==================== block 1
Block 1, register map, names as in the netlist:
The bar under the picture is 50 um long.
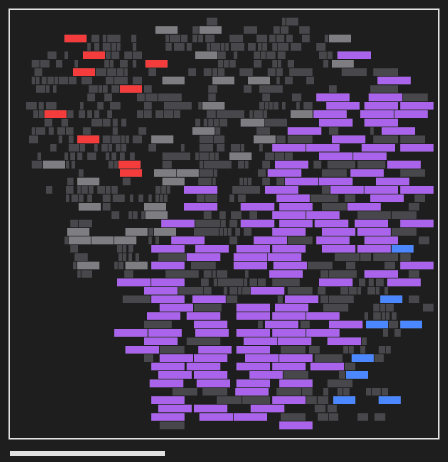

File: src/rtl/uart_pkg.sv
// Shared UART definitions for the receiver and the future transmitter:
// FSM state encodings, the default bit period, and an even-parity helper.
package uart_pkg;

   // 50 MHz core clock / 115200 baud
   localparam int CLKS_PER_BIT_DEFAULT = 434;

   // Explicit state encodings so the transmitter decodes the same values
   localparam logic [2:0] ENC_IDLE   = 3'd0;
   localparam logic [2:0] ENC_START  = 3'd1;
   localparam logic [2:0] ENC_DATA   = 3'd2;
   localparam logic [2:0] ENC_PARITY = 3'd3;
   localparam logic [2:0] ENC_STOP   = 3'd4;

   typedef enum logic [2:0] {
      ST_IDLE   = ENC_IDLE,
      ST_START  = ENC_START,
      ST_DATA   = ENC_DATA,
      ST_PARITY = ENC_PARITY,
      ST_STOP   = ENC_STOP
   } uart_state_e;

   // Even parity bit for a byte: the value that makes the total number of ones even
   function automatic logic even_parity(input logic [7:0] d);
      return ^d;
   endfunction

endpackage

File: src/rtl/sync_fifo.sv
// Show-ahead synchronous FIFO. The head entry is held in a register (dout)
// that is refreshed by a registered read of the storage array, with a bypass
// for the case where the entry written this cycle becomes the new head.
module sync_fifo #(
   parameter int WIDTH = 8,
   parameter int DEPTH = 16
) (
   input  logic                       clk,
   input  logic                       rst,
   input  logic                       push,
   input  logic                       pop,
   input  logic [WIDTH-1:0]           din,
   output logic [WIDTH-1:0]           dout,
   output logic                       full,
   output logic                       empty,
   output logic [$clog2(DEPTH):0]     count
);

   localparam int PTR_W = $clog2(DEPTH);
   localparam int CNT_W = PTR_W + 1;

   logic [WIDTH-1:0] mem [DEPTH];
   logic [PTR_W-1:0] wr_ptr_reg;
   logic [PTR_W-1:0] rd_ptr_reg;
   logic [PTR_W-1:0] rd_ptr_inc;
   logic [CNT_W-1:0] count_reg;
   logic [WIDTH-1:0] head_reg;
   logic             push_eff;
   logic             pop_eff;

   assign full       = (count_reg == CNT_W'(DEPTH));
   assign empty      = (count_reg == '0);
   assign count      = count_reg;
   assign dout       = head_reg;
   assign rd_ptr_inc = rd_ptr_reg + PTR_W'(1);

   // A full FIFO still accepts a push when a pop frees a slot in the same cycle
   assign pop_eff  = pop && !empty;
   assign push_eff = push && (!full || pop_eff);

   // Storage array, no reset needed: only the head register is visible
   always_ff @(posedge clk) begin
      if (push_eff) begin
         mem[wr_ptr_reg] <= din;
      end
   end

   // Pointers, occupancy and the show-ahead head register
   always_ff @(posedge clk) begin
      if (rst) begin
         wr_ptr_reg <= '0;
         rd_ptr_reg <= '0;
         count_reg  <= '0;
         head_reg   <= '0;
      end else begin
         if (push_eff) begin
            wr_ptr_reg <= wr_ptr_reg + PTR_W'(1);
         end
         if (pop_eff) begin
            rd_ptr_reg <= rd_ptr_inc;
         end
         case ({push_eff, pop_eff})
            2'b10:   count_reg <= count_reg + CNT_W'(1);
            2'b01:   count_reg <= count_reg - CNT_W'(1);
            default: count_reg <= count_reg;
         endcase
         if (pop_eff) begin
            // Next head is the written byte only when it lands right behind the popped one
            head_reg <= (count_reg == CNT_W'(1) && push_eff) ? din : mem[rd_ptr_inc];
         end else if (push_eff && empty) begin
            head_reg <= din;
         end
      end
   end

endmodule

File: src/rtl/uart_rx_fifo.sv
// UART receiver (8N1) feeding a show-ahead byte FIFO, with sticky overrun
// and framing error flags. Defining UART_RX_PARITY_EN adds an even-parity
// bit between the data bits and the stop bit, plus a sticky parity_err flag.
module uart_rx_fifo
   import uart_pkg::*;
#(
   parameter int CLKS_PER_BIT = CLKS_PER_BIT_DEFAULT,
   parameter int FIFO_DEPTH   = 16
) (
   input  logic       clk,
   input  logic       rst,
   input  logic       rxd,
   input  logic       uart_rdreq,
   input  logic       err_clr,
   output logic       uart_empty,
   output logic [7:0] uart_in,
   output logic       overrun,
`ifdef UART_RX_PARITY_EN
   output logic       parity_err,
`endif
   output logic       frame_err
);

   localparam int CNT_W  = $clog2(CLKS_PER_BIT);
   localparam int FCNT_W = $clog2(FIFO_DEPTH) + 1;
   localparam logic [CNT_W-1:0] BIT_LAST  = CNT_W'(CLKS_PER_BIT - 1);
   localparam logic [CNT_W-1:0] HALF_LAST = CNT_W'(CLKS_PER_BIT / 2 - 1);

   logic [1:0]        sync_reg;
   logic              line;
   uart_state_e       state_reg;
   logic [CNT_W-1:0]  cnt_reg;
   logic [2:0]        bit_idx_reg;
   logic [7:0]        shift_reg;
   logic              stop_sample;
   logic              parity_ok;
   logic              push;
   logic              pop;
   logic              fifo_full;
   logic              fifo_empty;
   logic [FCNT_W-1:0] fifo_count;

   // Two-flop synchronizer; resets to the idle (high) line level
   always_ff @(posedge clk) begin
      if (rst) begin
         sync_reg <= 2'b11;
      end else begin
         sync_reg <= {sync_reg[0], rxd};
      end
   end

   assign line        = sync_reg[1];
   assign stop_sample = (state_reg == ST_STOP) && (cnt_reg == '0);

`ifdef UART_RX_PARITY_EN
   logic parity_bit_reg;
   assign parity_ok = (even_parity(shift_reg) == parity_bit_reg);
`else
   assign parity_ok = 1'b1;
`endif

   assign push = stop_sample && line && parity_ok;
   assign pop  = uart_rdreq && !fifo_empty;

   // Frame decoder: half-bit delay to the start-bit centre, then one bit period per sample
   always_ff @(posedge clk) begin
      if (rst) begin
         state_reg   <= ST_IDLE;
         cnt_reg     <= '0;
         bit_idx_reg <= '0;
         shift_reg   <= '0;
`ifdef UART_RX_PARITY_EN
         parity_bit_reg <= 1'b0;
`endif
      end else begin
         case (state_reg)
            ST_IDLE: begin
               if (!line) begin
                  state_reg <= ST_START;
                  cnt_reg   <= HALF_LAST;
               end
            end
            ST_START: begin
               if (cnt_reg != '0) begin
                  cnt_reg <= cnt_reg - CNT_W'(1);
               end else if (!line) begin
                  state_reg   <= ST_DATA;
                  cnt_reg     <= BIT_LAST;
                  bit_idx_reg <= '0;
               end else begin
                  state_reg <= ST_IDLE;
               end
            end
            ST_DATA: begin
               if (cnt_reg != '0) begin
                  cnt_reg <= cnt_reg - CNT_W'(1);
               end else begin
                  shift_reg   <= {line, shift_reg[7:1]};
                  cnt_reg     <= BIT_LAST;
                  bit_idx_reg <= bit_idx_reg + 3'd1;
                  if (bit_idx_reg == 3'd7) begin
`ifdef UART_RX_PARITY_EN
                     state_reg <= ST_PARITY;
`else
                     state_reg <= ST_STOP;
`endif
                  end
               end
            end
`ifdef UART_RX_PARITY_EN
            ST_PARITY: begin
               if (cnt_reg != '0) begin
                  cnt_reg <= cnt_reg - CNT_W'(1);
               end else begin
                  parity_bit_reg <= line;
                  cnt_reg        <= BIT_LAST;
                  state_reg      <= ST_STOP;
               end
            end
`endif
            ST_STOP: begin
               if (cnt_reg != '0) begin
                  cnt_reg <= cnt_reg - CNT_W'(1);
               end else begin
                  state_reg <= ST_IDLE;
               end
            end
            default: begin
               state_reg <= ST_IDLE;
               cnt_reg   <= '0;
            end
         endcase
      end
   end

   // Sticky error flags: a new error in the same cycle as err_clr keeps the flag set
   always_ff @(posedge clk) begin
      if (rst) begin
         overrun   <= 1'b0;
         frame_err <= 1'b0;
`ifdef UART_RX_PARITY_EN
         parity_err <= 1'b0;
`endif
      end else begin
         if (push && fifo_full && !uart_rdreq) begin
            overrun <= 1'b1;
         end else if (err_clr) begin
            overrun <= 1'b0;
         end
         if (stop_sample && !line) begin
            frame_err <= 1'b1;
         end else if (err_clr) begin
            frame_err <= 1'b0;
         end
`ifdef UART_RX_PARITY_EN
         if (stop_sample && !parity_ok) begin
            parity_err <= 1'b1;
         end else if (err_clr) begin
            parity_err <= 1'b0;
         end
`endif
      end
   end

   assign uart_empty = (fifo_count == '0);

   sync_fifo #(
      .WIDTH (8),
      .DEPTH (FIFO_DEPTH)
   ) u_fifo (
      .clk   (clk),
      .rst   (rst),
      .push  (push),
      .pop   (pop),
      .din   (shift_reg),
      .dout  (uart_in),
      .full  (fifo_full),
      .empty (fifo_empty),
      .count (fifo_count)
   );

endmodule

File: config.mk
export PLATFORM = sky130hd
export DESIGN_NAME = uart_rx_fifo
export DESIGN_NICKNAME = d
export VERILOG_FILES = /design/src/rtl/uart_pkg.sv /design/src/rtl/sync_fifo.sv /design/src/rtl/uart_rx_fifo.sv
export SDC_FILE = /design/constraint.sdc
export NUM_CORES = 1
export LEC_CHECK = 0
export CELL_PAD_IN_SITES_DETAIL_PLACEMENT = 0
export CELL_PAD_IN_SITES_GLOBAL_PLACEMENT = 2
export CORE_UTILIZATION = 41
export DETAILED_ROUTE_END_ITERATION = 16
export PLACE_DENSITY = 0.79
export SLEW_MARGIN = 0
export SYNTH_ARGS = -nofsm -noshare
export SYNTH_HDL_FRONTEND = slang
export SYNTH_SLANG_ARGS = --single-unit
File: constraint.sdc
create_clock -name clk -period 2.8 [get_ports clk]
set_input_delay 0.84 -clock clk [delete_from_list [all_inputs] [get_ports clk]]
set_output_delay 0.84 -clock clk [all_outputs]
set_load 0.02 [all_outputs]
==================== block 2
[config.mk]
export PLATFORM = sky130hd
export DESIGN_NAME = hazard_ctrl_flat
export DESIGN_NICKNAME = d
export VERILOG_FILES = /design/src/rtl/hazard_ctrl_pkg.sv /design/src/rtl/hazard_ctrl_if.sv /design/src/rtl/hazard_ctrl_cmp.sv /design/src/rtl/hazard_ctrl.sv /design/src/flat_wrapper.sv
export SDC_FILE = /design/constraint.sdc
export NUM_CORES = 1
export LEC_CHECK = 0
export ABC_AREA = 1
export CORE_ASPECT_RATIO = 0.8
export CORE_UTILIZATION = 35
export CTS_CLUSTER_DIAMETER = 100
export DETAILED_ROUTE_END_ITERATION = 8
export PLACE_DENSITY = 0.65
export SYNTH_ARGS = -nofsm -noshare
export SYNTH_HDL_FRONTEND = slang
export SYNTH_SLANG_ARGS = --single-unit
[constraint.sdc]
create_clock -name clk -period 2.1 [get_ports clk]
set_input_delay 0.525 -clock clk [delete_from_list [all_inputs] [get_ports clk]]
set_output_delay 0.525 -clock clk [all_outputs]
set_load 0.05 [all_outputs]
[src/rtl/hazard_ctrl_pkg.sv]
`default_nettype none
// ============================================================================
// Module   : hazard_ctrl_pkg
// Purpose  : Shared definitions for the pipeline hazard controller: PCSrc
//            encodings produced by the decoder, controller FSM states and the
//            hard-wired zero register index.
// Revision : 1.0 - initial release
// ============================================================================
package hazard_ctrl_pkg;

    // Decoder PCSrc encodings
    localparam logic [2:0] c_PCSRC_SEQ  = 3'b000;
    localparam logic [2:0] c_PCSRC_BR   = 3'b001;
    localparam logic [2:0] c_PCSRC_J    = 3'b010;
    localparam logic [2:0] c_PCSRC_JR   = 3'b011;
    localparam logic [2:0] c_PCSRC_JALR = 3'b110;

    // Register $zero is never a real producer, so it never creates a hazard
    localparam logic [4:0] c_REG_ZERO = 5'd0;

    // Controller states
    typedef enum logic [1:0] {
        ST_RUN      = 2'd0,
        ST_MEM_WAIT = 2'd1,
        ST_IRQ_HOLD = 2'd2
    } state_t;

endpackage : hazard_ctrl_pkg
`default_nettype wire

[src/rtl/hazard_ctrl_if.sv]
`default_nettype none
// ============================================================================
// Module   : hazard_ctrl_if
// Purpose  : Signal bundle between the pipeline datapath and the hazard
//            controller.
//            master : pipeline side (drives decoded fields, memory status,
//                     irq; receives enables/flushes/freeze/irq_take)
//            slave  : hazard controller side
//            Optional: stall_cycles (32-bit) when HAZARD_PERF_CNT_EN defined.
// Revision : 1.0 - initial release
// ============================================================================
interface hazard_ctrl_if;
    logic [4:0] id_rs;
    logic [4:0] id_rt;
    logic [2:0] id_pcsrc;
    logic       ex_memread;
    logic       ex_regwrite;
    logic [4:0] ex_dst;
    logic       mem_memread;
    logic [4:0] mem_dst;
    logic       ex_branch_taken;
    logic       dmem_req;
    logic       dmem_ready;
    logic       irq;
    logic       pc_write;
    logic       if_id_write;
    logic       if_id_flush;
    logic       id_ex_flush;
    logic       freeze;
    logic       irq_take;
    logic       mem_timeout;
`ifdef HAZARD_PERF_CNT_EN
    logic [31:0] stall_cycles;
`endif

    modport master (
        output id_rs, id_rt, id_pcsrc, ex_memread, ex_regwrite, ex_dst,
               mem_memread, mem_dst, ex_branch_taken, dmem_req, dmem_ready, irq,
`ifdef HAZARD_PERF_CNT_EN
        input  stall_cycles,
`endif
        input  pc_write, if_id_write, if_id_flush, id_ex_flush, freeze,
               irq_take, mem_timeout
    );

    modport slave (
        input  id_rs, id_rt, id_pcsrc, ex_memread, ex_regwrite, ex_dst,
               mem_memread, mem_dst, ex_branch_taken, dmem_req, dmem_ready, irq,
`ifdef HAZARD_PERF_CNT_EN
        output stall_cycles,
`endif
        output pc_write, if_id_write, if_id_flush, id_ex_flush, freeze,
               irq_take, mem_timeout
    );
endinterface : hazard_ctrl_if
`default_nettype wire

[src/rtl/hazard_ctrl_cmp.sv]
`default_nettype none
// ============================================================================
// Module   : hazard_cmp
// Purpose  : Combinational match of one producer destination register against
//            the rs (and optionally rt) source of the instruction in ID.
//            The zero register never matches.
// Ports    : i_dst    producer destination register
//            i_rs     ID rs field
//            i_rt     ID rt field
//            i_useRt  include rt in the comparison
//            o_match  producer feeds an ID source operand
// Revision : 1.0 - initial release
// ============================================================================
module hazard_cmp
    import hazard_ctrl_pkg::*;
(
    input  wire logic [4:0] i_dst,
    input  wire logic [4:0] i_rs,
    input  wire logic [4:0] i_rt,
    input  wire logic       i_useRt,
    output logic            o_match
);

    logic w_live;

    assign w_live  = (i_dst != c_REG_ZERO);
    assign o_match = w_live && ((i_dst == i_rs) || (i_useRt && (i_dst == i_rt)));

endmodule : hazard_cmp
`default_nettype wire

[src/rtl/hazard_ctrl.sv]
`default_nettype none
// ============================================================================
// Module   : hazard_ctrl
// Purpose  : Pipeline sequencing controller for the 5-stage MIPS core.
//            Generates PC / IF-ID enables, stage flushes, global freeze for
//            slow data memory (with wait timeout) and interrupt acceptance
//            with a post-interrupt hold-off.
// Ports    : clk, reset (asynchronous, active-high)
//            bus : hazard_ctrl_if.slave (decoded fields in, controls out)
// Params   : IRQ_HOLDOFF  cycles irq is ignored after acceptance (1..15)
//            MEM_TIMEOUT  max consecutive dmem wait cycles (1..255)
// Options  : HAZARD_PERF_CNT_EN adds the 32-bit stall_cycles counter.
// Revision : 1.0 - initial release
// ============================================================================
module hazard_ctrl
    import hazard_ctrl_pkg::*;
#(
    parameter int IRQ_HOLDOFF = 4,
    parameter int MEM_TIMEOUT = 255
)
(
    input  wire logic   clk,
    input  wire logic   reset,
    hazard_ctrl_if.slave bus
);

    localparam logic [3:0] c_HOLD_INIT = 4'(IRQ_HOLDOFF - 1);
    localparam logic [7:0] c_TIMEOUT   = 8'(MEM_TIMEOUT);

    state_t     r_state,   w_stateNxt;
    logic [7:0] r_waitCnt, w_waitCntNxt;
    logic [3:0] r_holdCnt, w_holdCntNxt;

    logic w_loadUseMatch, w_jrExMatch, w_jrMemMatch;
    logic w_isJr, w_isJump, w_memBusy, w_timeoutHit, w_freeze;
    logic w_stall, w_irqAccept;
    logic w_pcWrite, w_ifIdWrite, w_ifIdFlush, w_idExFlush;
    logic w_freezeOut, w_irqTake, w_memTimeout;

    // One comparator per hazard source
    hazard_cmp u_loadUseCmp (
        .i_dst   (bus.ex_dst),
        .i_rs    (bus.id_rs),
        .i_rt    (bus.id_rt),
        .i_useRt (1'b1),
        .o_match (w_loadUseMatch)
    );

    hazard_cmp u_jrExCmp (
        .i_dst   (bus.ex_dst),
        .i_rs    (bus.id_rs),
        .i_rt    (bus.id_rt),
        .i_useRt (1'b0),
        .o_match (w_jrExMatch)
    );

    hazard_cmp u_jrMemCmp (
        .i_dst   (bus.mem_dst),
        .i_rs    (bus.id_rs),
        .i_rt    (bus.id_rt),
        .i_useRt (1'b0),
        .o_match (w_jrMemMatch)
    );

    assign w_isJr   = (bus.id_pcsrc == c_PCSRC_JR) || (bus.id_pcsrc == c_PCSRC_JALR);
    assign w_isJump = w_isJr || (bus.id_pcsrc == c_PCSRC_J);

    // The timeout only applies to a wait entered from RUN; a freeze seen in
    // IRQ_HOLD simply holds until memory answers.
    assign w_memBusy    = bus.dmem_req && !bus.dmem_ready;
    assign w_timeoutHit = (r_state == ST_MEM_WAIT) && (r_waitCnt == c_TIMEOUT);
    assign w_freeze     = w_memBusy && !w_timeoutHit;

    // jr/jalr read rs in ID, so an ALU result still in EX or a load still in
    // MEM is not yet available to them.
    assign w_stall = (bus.ex_memread && w_loadUseMatch) ||
                     (w_isJr && ((bus.ex_regwrite && w_jrExMatch) ||
                                 (bus.mem_memread && w_jrMemMatch)));

    // Only accept on a sequential instruction so the saved EPC is unambiguous
    assign w_irqAccept = (r_state == ST_RUN) && bus.irq && !w_freeze &&
                         !bus.ex_branch_taken && (bus.id_pcsrc == c_PCSRC_SEQ);

    // ------------------------------------------------------------------
    // Output decode, highest priority first
    // ------------------------------------------------------------------
    always_comb begin
        w_pcWrite    = 1'b1;
        w_ifIdWrite  = 1'b1;
        w_ifIdFlush  = 1'b0;
        w_idExFlush  = 1'b0;
        w_freezeOut  = 1'b0;
        w_irqTake    = 1'b0;
        w_memTimeout = 1'b0;
        if (reset) begin
            w_pcWrite   = 1'b0;
            w_ifIdWrite = 1'b0;
            w_ifIdFlush = 1'b1;
            w_idExFlush = 1'b1;
        end else if (w_freeze) begin
            w_freezeOut = 1'b1;
            w_pcWrite   = 1'b0;
            w_ifIdWrite = 1'b0;
        end else begin
            w_memTimeout = w_memBusy && w_timeoutHit;
            if (bus.ex_branch_taken) begin
                w_ifIdFlush = 1'b1;
                w_idExFlush = 1'b1;
            end else if (w_irqAccept) begin
                w_irqTake   = 1'b1;
                w_ifIdFlush = 1'b1;
            end else if (w_stall) begin
                w_pcWrite   = 1'b0;
                w_ifIdWrite = 1'b0;
                w_idExFlush = 1'b1;
            end else if (w_isJump) begin
                w_ifIdFlush = 1'b1;
            end
        end
    end

    // ------------------------------------------------------------------
    // FSM next state
    // ------------------------------------------------------------------
    always_comb begin
        w_stateNxt   = r_state;
        w_waitCntNxt = r_waitCnt;
        w_holdCntNxt = r_holdCnt;
        case (r_state)
            ST_RUN: begin
                if (w_freeze) begin
                    w_stateNxt   = ST_MEM_WAIT;
                    w_waitCntNxt = 8'd0;
                end else if (w_irqAccept) begin
                    w_stateNxt   = ST_IRQ_HOLD;
                    w_holdCntNxt = c_HOLD_INIT;
                end
            end
            ST_MEM_WAIT: begin
                // Any unfrozen cycle (ready, timeout or request withdrawn)
                // ends the wait.
                if (w_freeze) begin
                    w_waitCntNxt = r_waitCnt + 8'd1;
                end else begin
                    w_stateNxt   = ST_RUN;
                    w_waitCntNxt = 8'd0;
                end
            end
            ST_IRQ_HOLD: begin
                if (!w_freeze) begin
                    if (r_holdCnt == 4'd0) begin
                        w_stateNxt = ST_RUN;
                    end else begin
                        w_holdCntNxt = r_holdCnt - 4'd1;
                    end
                end
            end
            default: begin
                w_stateNxt   = ST_RUN;
                w_waitCntNxt = 8'd0;
                w_holdCntNxt = 4'd0;
            end
        endcase
    end

    always_ff @(posedge clk or posedge reset) begin
        if (reset) begin
            r_state   <= ST_RUN;
            r_waitCnt <= 8'd0;
            r_holdCnt <= 4'd0;
        end else begin
            r_state   <= w_stateNxt;
            r_waitCnt <= w_waitCntNxt;
            r_holdCnt <= w_holdCntNxt;
        end
    end

    assign bus.pc_write    = w_pcWrite;
    assign bus.if_id_write = w_ifIdWrite;
    assign bus.if_id_flush = w_ifIdFlush;
    assign bus.id_ex_flush = w_idExFlush;
    assign bus.freeze      = w_freezeOut;
    assign bus.irq_take    = w_irqTake;
    assign bus.mem_timeout = w_memTimeout;

`ifdef HAZARD_PERF_CNT_EN
    logic [31:0] r_stallCycles;

    always_ff @(posedge clk or posedge reset) begin
        if (reset) begin
            r_stallCycles <= 32'd0;
        end else if (!w_pcWrite) begin
            r_stallCycles <= r_stallCycles + 32'd1;
        end
    end

    assign bus.stall_cycles = r_stallCycles;
`endif

endmodule : hazard_ctrl
`default_nettype wire

[src/flat_wrapper.sv]
// flat-port wrapper written by rule: the top's interface ports become plain ports
module hazard_ctrl_flat import hazard_ctrl_pkg::*;
#(
    parameter int IRQ_HOLDOFF = 4,
    parameter int MEM_TIMEOUT = 255
)
  (clk, reset, bus_id_rs, bus_id_rt, bus_id_pcsrc, bus_ex_memread, bus_ex_regwrite, bus_ex_dst, bus_mem_memread, bus_mem_dst, bus_ex_branch_taken, bus_dmem_req, bus_dmem_ready, bus_irq, bus_pc_write, bus_if_id_write, bus_if_id_flush, bus_id_ex_flush, bus_freeze, bus_irq_take, bus_mem_timeout);
  hazard_ctrl_if bus_i ();
  input  wire logic clk;
  input  wire logic reset;
  input wire logic [$bits(bus_i.id_rs)-1:0] bus_id_rs;
  input wire logic [$bits(bus_i.id_rt)-1:0] bus_id_rt;
  input wire logic [$bits(bus_i.id_pcsrc)-1:0] bus_id_pcsrc;
  input wire logic [$bits(bus_i.ex_memread)-1:0] bus_ex_memread;
  input wire logic [$bits(bus_i.ex_regwrite)-1:0] bus_ex_regwrite;
  input wire logic [$bits(bus_i.ex_dst)-1:0] bus_ex_dst;
  input wire logic [$bits(bus_i.mem_memread)-1:0] bus_mem_memread;
  input wire logic [$bits(bus_i.mem_dst)-1:0] bus_mem_dst;
  input wire logic [$bits(bus_i.ex_branch_taken)-1:0] bus_ex_branch_taken;
  input wire logic [$bits(bus_i.dmem_req)-1:0] bus_dmem_req;
  input wire logic [$bits(bus_i.dmem_ready)-1:0] bus_dmem_ready;
  input wire logic [$bits(bus_i.irq)-1:0] bus_irq;
  output wire logic [$bits(bus_i.pc_write)-1:0] bus_pc_write;
  output wire logic [$bits(bus_i.if_id_write)-1:0] bus_if_id_write;
  output wire logic [$bits(bus_i.if_id_flush)-1:0] bus_if_id_flush;
  output wire logic [$bits(bus_i.id_ex_flush)-1:0] bus_id_ex_flush;
  output wire logic [$bits(bus_i.freeze)-1:0] bus_freeze;
  output wire logic [$bits(bus_i.irq_take)-1:0] bus_irq_take;
  output wire logic [$bits(bus_i.mem_timeout)-1:0] bus_mem_timeout;
  assign bus_i.id_rs = bus_id_rs;
  assign bus_i.id_rt = bus_id_rt;
  assign bus_i.id_pcsrc = bus_id_pcsrc;
  assign bus_i.ex_memread = bus_ex_memread;
  assign bus_i.ex_regwrite = bus_ex_regwrite;
  assign bus_i.ex_dst = bus_ex_dst;
  assign bus_i.mem_memread = bus_mem_memread;
  assign bus_i.mem_dst = bus_mem_dst;
  assign bus_i.ex_branch_taken = bus_ex_branch_taken;
  assign bus_i.dmem_req = bus_dmem_req;
  assign bus_i.dmem_ready = bus_dmem_ready;
  assign bus_i.irq = bus_irq;
  assign bus_pc_write = bus_i.pc_write;
  assign bus_if_id_write = bus_i.if_id_write;
  assign bus_if_id_flush = bus_i.if_id_flush;
  assign bus_id_ex_flush = bus_i.id_ex_flush;
  assign bus_freeze = bus_i.freeze;
  assign bus_irq_take = bus_i.irq_take;
  assign bus_mem_timeout = bus_i.mem_timeout;
  hazard_ctrl #(.IRQ_HOLDOFF(IRQ_HOLDOFF), .MEM_TIMEOUT(MEM_TIMEOUT)) u_core (.clk(clk), .reset(reset), .bus(bus_i));
endmodule
==================== block 3
### config.mk
export PLATFORM = sky130hd
export DESIGN_NAME = regfile_sequencer
export DESIGN_NICKNAME = d
export VERILOG_FILES = /design/src/rtl/regfile_sequencer.sv
export SDC_FILE = /design/constraint.sdc
export NUM_CORES = 1
export LEC_CHECK = 0
export ABC_AREA = 1
export CORE_MARGIN = 5
export CORE_UTILIZATION = 32
export DETAILED_ROUTE_END_ITERATION = 12
export PLACE_DENSITY = 0.58
export SLEW_MARGIN = 0
export SYNTH_ARGS = -nofsm -noshare
export SYNTH_HDL_FRONTEND = slang
export SYNTH_SLANG_ARGS = --single-unit
### constraint.sdc
create_clock -name clock -period 3.3 [get_ports clock]
set_clock_uncertainty 0.2 [all_clocks]
set_input_delay 0.495 -clock clock [delete_from_list [all_inputs] [get_ports clock]]
set_output_delay 0.495 -clock clock [all_outputs]
set_load 0.05 [all_outputs]
### src/rtl/regfile_sequencer.sv
// Command sequencer for the 16x8 register unit: turns READ/WRITE/COPY/FILL commands
// into load/store cycles on the unit's port and returns one response per command.
module regfile_sequencer #(
    parameter int REGISTER_COUNT = 16,
    parameter int REGISTER_SIZE  = 8
) (
    input  logic                              clock,
    input  logic                              reset,
    input  logic                              cmd_valid,
    output logic                              cmd_ready,
    input  logic [1:0]                        cmd_op,
    input  logic [$clog2(REGISTER_COUNT)-1:0] cmd_addr,
    input  logic [$clog2(REGISTER_COUNT)-1:0] cmd_dst,
    input  logic [$clog2(REGISTER_COUNT)-1:0] cmd_count,
    input  logic [REGISTER_SIZE-1:0]          cmd_data,
    output logic                              rsp_valid,
    input  logic                              rsp_ready,
    output logic [REGISTER_SIZE-1:0]          rsp_data,
    output logic                              busy,
    output logic                              rf_load,
    output logic                              rf_store,
    output logic [$clog2(REGISTER_COUNT)-1:0] rf_load_addr,
    output logic [$clog2(REGISTER_COUNT)-1:0] rf_store_addr,
    output logic [REGISTER_SIZE-1:0]          rf_data_in,
    input  logic [REGISTER_SIZE-1:0]          rf_data_out,
    output logic [2:0]                        dbg_state
);

    localparam int AW = $clog2(REGISTER_COUNT);
    localparam int DW = REGISTER_SIZE;
    localparam logic [AW:0]   FULL_LEN = (AW+1)'(REGISTER_COUNT);
    localparam logic [AW:0]   IDX_ONE  = (AW+1)'(1);
    localparam logic [AW-1:0] ADDR_ONE = AW'(1);

    typedef enum logic [2:0] {
        S_IDLE     = 3'd0,
        S_RD_ISSUE = 3'd1,
        S_RD_WAIT  = 3'd2,
        S_WR       = 3'd3,
        S_COPY     = 3'd4,
        S_FILL     = 3'd5,
        S_RESP     = 3'd6
    } state_t;

    state_t        r_state;
    state_t        w_state_next;
    logic [AW-1:0] r_addr;
    logic [AW-1:0] r_dst;
    logic [DW-1:0] r_data;
    logic [DW-1:0] r_rsp_data;
    logic [AW:0]   r_len;
    logic [AW:0]   r_idx;
    logic          w_accept;
    logic [AW:0]   w_len_in;
    logic [AW-1:0] w_idx_lo;

    // Both handshakes transfer on a rising edge where valid and ready are high together;
    // cmd_ready depends only on state, rsp_valid/rsp_data hold until rsp_ready is seen.
    assign w_accept  = cmd_valid & cmd_ready;
    assign w_len_in  = (cmd_count == '0) ? FULL_LEN : {1'b0, cmd_count};
    assign w_idx_lo  = r_idx[AW-1:0];
    assign dbg_state = r_state;

    always_ff @(posedge clock) begin
        if (reset) begin
            r_state    <= S_IDLE;
            r_addr     <= '0;
            r_dst      <= '0;
            r_data     <= '0;
            r_rsp_data <= '0;
            r_len      <= '0;
            r_idx      <= '0;
        end else begin
            r_state <= w_state_next;
            if (w_accept) begin
                r_addr     <= cmd_addr;
                r_dst      <= cmd_dst;
                r_data     <= cmd_data;
                r_len      <= w_len_in;
                r_idx      <= '0;
                r_rsp_data <= '0;
            end else begin
                if (r_state == S_COPY || r_state == S_FILL) begin
                    r_idx <= r_idx + IDX_ONE;
                end
                // Register unit data is valid the cycle after the load
                if (r_state == S_RD_WAIT) begin
                    r_rsp_data <= rf_data_out;
                end
            end
        end
    end

    always_comb begin
        w_state_next  = r_state;
        cmd_ready     = 1'b0;
        rsp_valid     = 1'b0;
        rsp_data      = '0;
        busy          = 1'b1;
        rf_load       = 1'b0;
        rf_store      = 1'b0;
        rf_load_addr  = '0;
        rf_store_addr = '0;
        rf_data_in    = '0;

        case (r_state)
            S_IDLE: begin
                cmd_ready = 1'b1;
                busy      = 1'b0;
                if (cmd_valid) begin
                    case (cmd_op)
                        2'b00:   w_state_next = S_RD_ISSUE;
                        2'b01:   w_state_next = S_WR;
                        2'b10:   w_state_next = S_COPY;
                        default: w_state_next = S_FILL;
                    endcase
                end
            end
            S_RD_ISSUE: begin
                rf_load      = 1'b1;
                rf_load_addr = r_addr;
                w_state_next = S_RD_WAIT;
            end
            S_RD_WAIT: begin
                w_state_next = S_RESP;
            end
            S_WR: begin
                rf_store      = 1'b1;
                rf_store_addr = r_addr;
                rf_data_in    = r_data;
                w_state_next  = S_RESP;
            end
            S_COPY: begin
                // Element i is loaded at index i and stored at index i+1, so the
                // store trails the load by one cycle and both overlap mid-block.
                if (r_idx < r_len) begin
                    rf_load      = 1'b1;
                    rf_load_addr = r_addr + w_idx_lo;
                end
                if (r_idx != '0) begin
                    rf_store      = 1'b1;
                    rf_store_addr = r_dst + w_idx_lo - ADDR_ONE;
                    rf_data_in    = rf_data_out;
                end
                if (r_idx == r_len) begin
                    w_state_next = S_RESP;
                end
            end
            S_FILL: begin
                rf_store      = 1'b1;
                rf_store_addr = r_addr + w_idx_lo;
                rf_data_in    = r_data;
                if (r_idx == r_len - IDX_ONE) begin
                    w_state_next = S_RESP;
                end
            end
            S_RESP: begin
                rsp_valid = 1'b1;
                rsp_data  = r_rsp_data;
                if (rsp_ready) begin
                    w_state_next = S_IDLE;
                end
            end
            default: begin
                w_state_next = S_IDLE;
            end
        endcase
    end

endmodule

==================== block 4
File: src/rtl/byte_register_pkg.sv
// rtl/byte_register_pkg.sv - shared constants for the byte-lane storage cells
package byte_register_pkg;

  localparam int                     BYTE_WIDTH          = 8;
  localparam logic [BYTE_WIDTH-1:0]  DEFAULT_RESET_VALUE = '0;

endpackage

File: src/rtl/byte_register.sv
// rtl/byte_register.sv - byte-wide storage cell with synchronous load enable
// Output comes straight from the flops; read gating and tri-state belong to the parent.
module byte_register
  import byte_register_pkg::*;
#(
  parameter int               WIDTH       = BYTE_WIDTH,
  parameter logic [WIDTH-1:0] RESET_VALUE = WIDTH'(DEFAULT_RESET_VALUE)
) (
  input  logic             clock,
  input  logic             reset,
  input  logic             write_enable,
  input  logic [WIDTH-1:0] data_in,
  output logic [WIDTH-1:0] data_out
);

  // Power-up value for simulation only; hardware relies on reset.
  logic [WIDTH-1:0] r_data = RESET_VALUE;

  always_ff @(posedge clock) begin
    if (reset) begin
      r_data <= RESET_VALUE;
    end else if (write_enable) begin
      r_data <= data_in;
    end
  end

  assign data_out = r_data;

  // An unknown load enable would silently hold or load; make it visible.
  a_write_enable_known : assert property (@(posedge clock) !reset |-> !$isunknown(write_enable));

endmodule

File: config.mk
export PLATFORM = sky130hd
export DESIGN_NAME = byte_register
export DESIGN_NICKNAME = d
export VERILOG_FILES = /design/src/rtl/byte_register_pkg.sv /design/src/rtl/byte_register.sv
export SDC_FILE = /design/constraint.sdc
export NUM_CORES = 1
export LEC_CHECK = 0
export CAP_MARGIN = 10
export CELL_PAD_IN_SITES_DETAIL_PLACEMENT = 0
export CELL_PAD_IN_SITES_GLOBAL_PLACEMENT = 1
export CORE_MARGIN = 2
export CORE_UTILIZATION = 20
export DETAILED_ROUTE_END_ITERATION = 12
export PLACE_DENSITY = 0.8
export SLEW_MARGIN = 10
export SYNTH_ARGS = -nofsm -noshare
export SYNTH_HDL_FRONTEND = slang
export SYNTH_SLANG_ARGS = --single-unit
File: constraint.sdc
create_clock -name clock -period 0.8 [get_ports clock]
set_input_delay 0.16 -clock clock [delete_from_list [all_inputs] [get_ports clock]]
set_output_delay 0.16 -clock clock [all_outputs]
set_load 0.01 [all_outputs]
Block 2, signal wires by layer:
The bar under the picture is 20 um long. Two of the layers only.
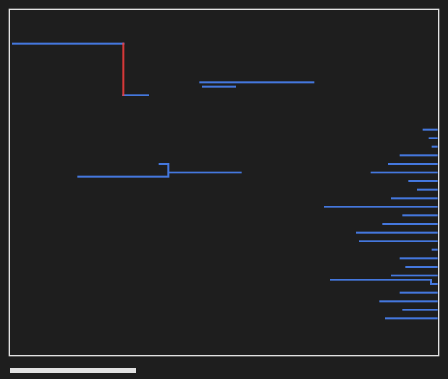
met4 -> red  # wire length 8.20 um
met3 -> blue  # wire length 236 um
Routed WL: 3.32 mm
DR WL/cell: 11.5 um
total number of vias: 1346
Total GRT Usage: 19.6%

==> metrics.yaml, block 2 <==
finish:
  area_delta_synth_final_pct: 65.8
  final.fill_count: 304
  stdcell_count: 289
  n_antenna_cell: 0
  seq_area_um2: 350
  reg.largest.list: "u_core.r_waitCnt: 8 flops, u_core.r_holdCnt: 4 flops, u_core.r_state: 2 flops"
  clk_share_pct: 2.05
power:
  power_density_nw_per_um2: 488
worst_setup_path:
  crit_type: "flop to primary output"
  worst-r2r-setup-slack_ns: 0.38
  worstPathMaxFanout: 6
  r2r_end: "u_core.r_holdCnt[1]"
clock_network:
  cts_max_level: 1
  clk_path_buf_depth: 2
final_timing:
  finalSetupViolCount: 6
  layout_setup_ws_ns: -0.152
  rsz0062_at_grt: "true"
floorplanning:
  die_w_um: 67.8
outcome:
  violations: "setup timing"
  status: "finished with violations"
logic_synthesis:
  netlist_instances: 181
  logic_family: "simple AND/OR/NAND/NOR gates"
## block 2: worst max path at each step
stage	from	end	slack, ns	cells after the start
after global routing	u_core.r_waitCnt[1]	bus_pc_write	-0.24	8
after global placement	bus_id_rs[3]	bus_id_ex_flush	-0.57	12
after CTS	u_core.r_waitCnt[1]	bus_if_id_write	-0.18	8
after detailed placement	bus_id_rs[3]	bus_id_ex_flush	-0.57	12
after floorplan	bus_id_rs[3]	bus_id_ex_flush	-0.12	11
final	u_core.r_state[1]	bus_if_id_write	-0.15	6
Block 1, logic cells by family:
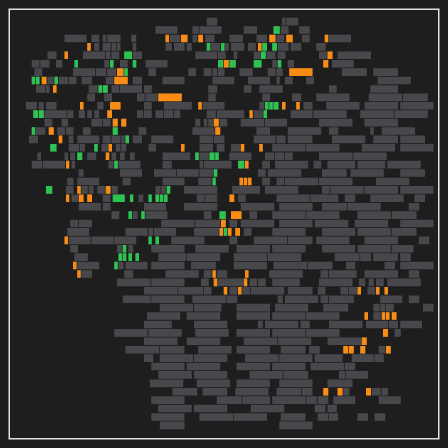
NOR gates -> orange  # cells 77, where spread over the die
NAND gates -> green  # cells 59
Comb area share: 29.1%
most frequent logic cell in the layout: edfxtp_1
final cell count without fillers: 847

Notes on 'register map, names as in the netlist' of block 1 above:
u_fifo.dout -> blue  # flops 8, where lower right
cnt_reg -> red  # flops 9, where upper left
u_fifo.mem -> purple  # flops 128

==> metrics.yaml, block 1 <==
power:
  power_density_nw_per_um2: 831
final_timing:
  hold_ws_ns: 0.450
  finalCritPeriodShare_pct: 97.5
  setup_tns_ns: 0
  rsz0062_at_grt: "false"
worst_setup_path:
  crit_buf_inv: 3
  r2r_end: "u_fifo.mem[7][2]"
outcome:
  violations: "DRC"
  status: "finished with violations"
hold_path:
  hold_depth: 1
  hp-class: "flop to flop"
floorplanning:
  die_w_um: 138
logic_synthesis:
  ys_cells: 545
  synth_cell_types: 63
  yosys_warnings: 0
  fp_nets: 562
  ys_area_um2: 7630
global_routing:
  gr-max-usage-layer: "met2"
drt:
  drc: 4
clock_network:
  numCtsBuffers: 17
  root_buffer: "clkbuf_16"
finish:
  layout-drive-gt1-share_pct: 22.5
placement:
  place_inst: 815
run:
  cap_violations: 0
-- block 1: where the power goes --
group          internal (mW)  leakage [nW]  switching (mW)
Combinational           1.04          1.27            1.02
Sequential              2.86          1.58          0.0922
Clock                   1.42         0.298            1.02
-- block 1: Yosys cell counts (all sizes together) (5+ instances only) --
cell type / n
dfxtp: 48
nand3: 11
clkbuf: 17
nor3: 29
o21ai: 11
edfxtp: 128
buf: 15
xnor2: 9
a21oi: 25
a22o: 5
nor2: 41
a211oi: 5
nand2: 39
or3: 12
a31oi: 6
inv: 14
mux2i: 14
xor2: 6
ha: 12
mux4: 33
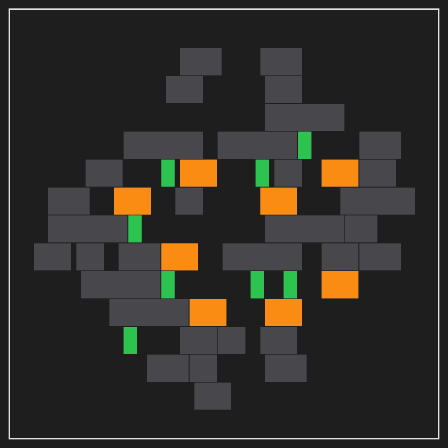
Block 4: logic cells by family
NOR gates -> green  # cells 8, where center
multiplexers -> orange  # cells 8
Comb area share: 20.2%
most frequent logic cell in the layout: clkdlybuf4s50_1
final cell count without fillers: 63

==> metrics.yaml, block 4 <==
final_timing:
  layout_setup_ws_ns: -0.0370
  finalSetupViolCount: 8
power:
  p_clk_uw: 291
  internal_power_uw: 720
logic_synthesis:
  async_reset_ff_share_pct: 0
  top_area_share_pct: 56.1
placement:
  hpwl_um: 468
finish:
  largest_reg_flops: 8
outcome:
  status: "finished with violations"
  violations: "setup timing"
global_routing:
  grt_use_met1_pct: 8.66
  grt_pass1_wl_mm: 1.04
  grt_max_degree: 9
worst_setup_path:
  r2r_end: "data_out[1]"
clock_network:
  clk_latency_ns: 0.24
## block 4: cell type report
cell class	instances	area [um^2]
Multi-Input combinational cell	16	110
Fill cell	133	772
Tap cell	15	18.8
Timing Repair Buffer	21	224
Sequential cell	8	170
Clock buffer	3	22.5
## block 4: how the worst max path moves through the flow
stage	depth (start not counted)	to	slack (ns)
3_3_place_gp	4	data_out[4]	-0.35
4_1_cts	1	data_out[6]	-0.05
2_1_floorplan	3	data_out[0]	0.18
6_report	1	data_out[6]	-0.04
3_5_place_dp	4	data_out[1]	-0.37
5_1_grt	1	data_out[5]	-0.06
Block 3, register map, names as in the netlist:
The bar under the picture is 20 um long.
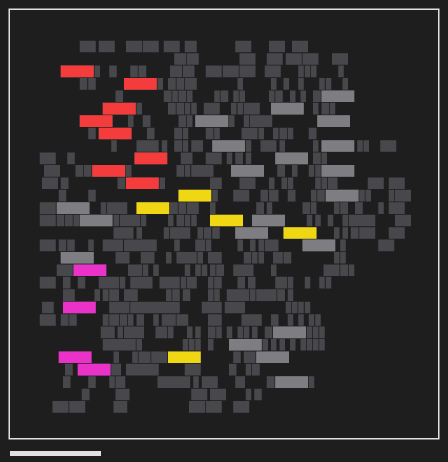
r_addr -> magenta  # flops 4, where lower left
r_data -> red  # flops 8, where upper left
r_idx -> yellow  # flops 5, where center

==> metrics.yaml, block 3 <==
drt:
  num_vias: 2222
  ant_nets: 0
  wl_per_cell_um: 12.7
outcome:
  status: "complete, no violations"
worst_setup_path:
  critPathLaunchType: "flop"
  end_kind: "primary output"
finish:
  postLayoutCoreUtil_pct: 45.3
  seq_area_um2: 741
  finalInstanceArea_um2: 3080
  final.fill_count: 718
  flop-count: 37
  largest_class: "combinational gates"
hold_path:
  hold_start: "r_data[2]"
global_routing:
  grtUsageTotal_pct: 14.7
  grt_max_degree: 31
power:
  power_frac_seq_pct: 26.7
  power.leakage_nw: 1.32
  p_sw_mw: 1.19
final_timing:
  drv_slew: 0
  rsz0062_at_grt: "false"
  max_freq_mhz: 311
run:
  warning_count: 27
floorplanning:
  die_w_um: 93.7
logic_synthesis:
  ys_cells: 331
[block 3: state kept, by name, indices dropped and copies added (netlist names)]
signal      count
r_dst           4
r_data          8
r_addr          4
dbg_state       3
r_len           5
r_idx           5
r_rsp_data      8
[block 3: metal layers]
| metal | wire length (um) | share of wire (%) |
|---|---|---|
| met1 | 2920 | 47 |
| met2 | 3000 | 48 |
| met3 | 192 | 3.1 |
| met4 | 140 | 2.2 |
| met5 | 0 | 0 |


==> screenshots <==
Cell classes on the final placement.
panel A
The bar under the picture is 20 um long.
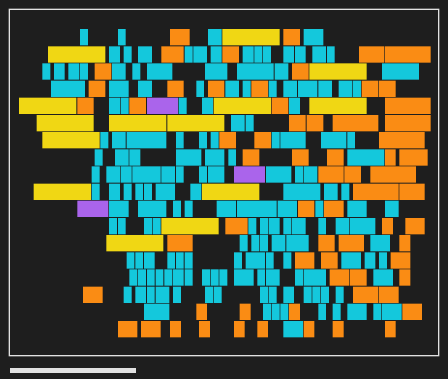
panel B
The bar under the picture is 10 um long.
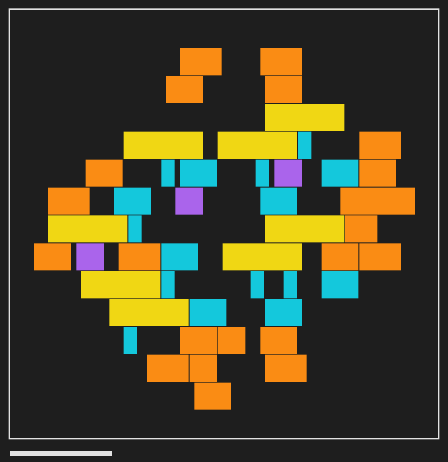
panel C
The bar under the picture is 50 um long.
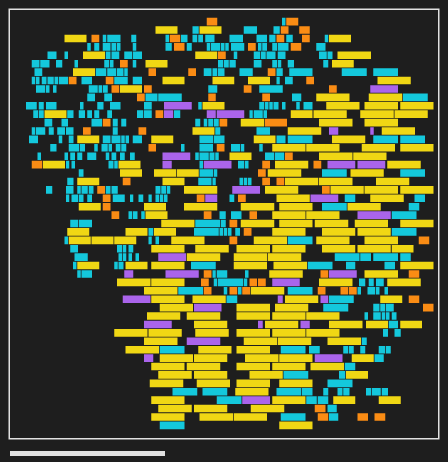
panel D
The bar under the picture is 20 um long.
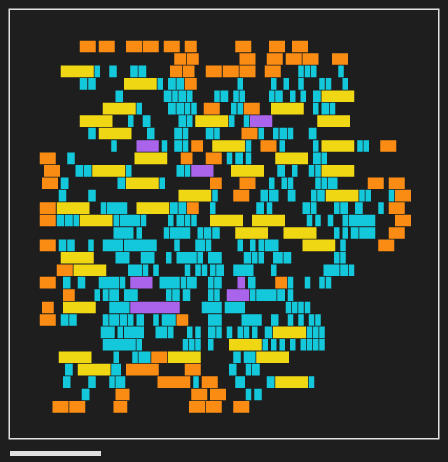
Of these, most sequential cells: panel C
Of these, highest utilization: panel A
panel B -> block 4
panel C -> block 1
panel D -> block 3
panel A -> block 2

Key to panel B:
flip-flops -> yellow  # cells 8, share of their area 32%
other buffers and delay cells -> orange  # cells 21, share of their area 43%
all other logic -> cyan  # cells 16, share of their area 21%
cells driving clock nets -> purple  # cells 3, share of their area 4.3%


==> layout pictures side by side <==
Routing congestion.
Plate I
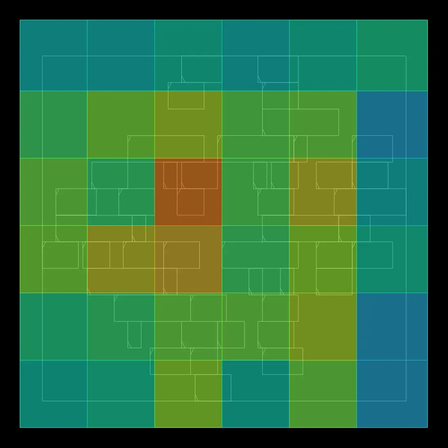
Plate II
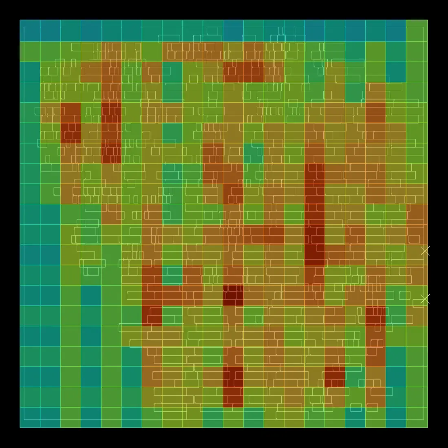
Plate III
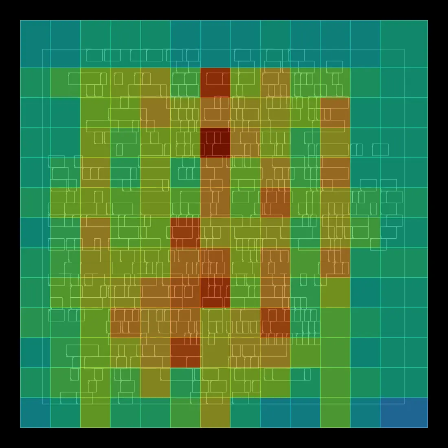
Plate IV
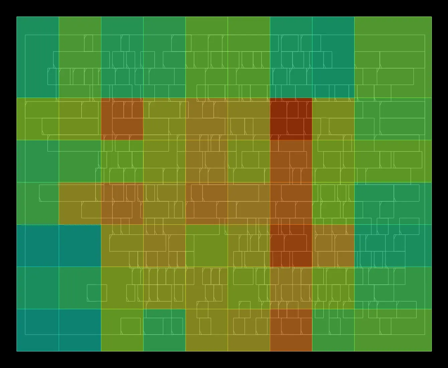
block 1 -> Plate II
block 3 -> Plate III
block 2 -> Plate IV
block 4 -> Plate I
- highest utilization: Plate IV

Power figures rest on the tool's default switching activity, not on a simulated workload.
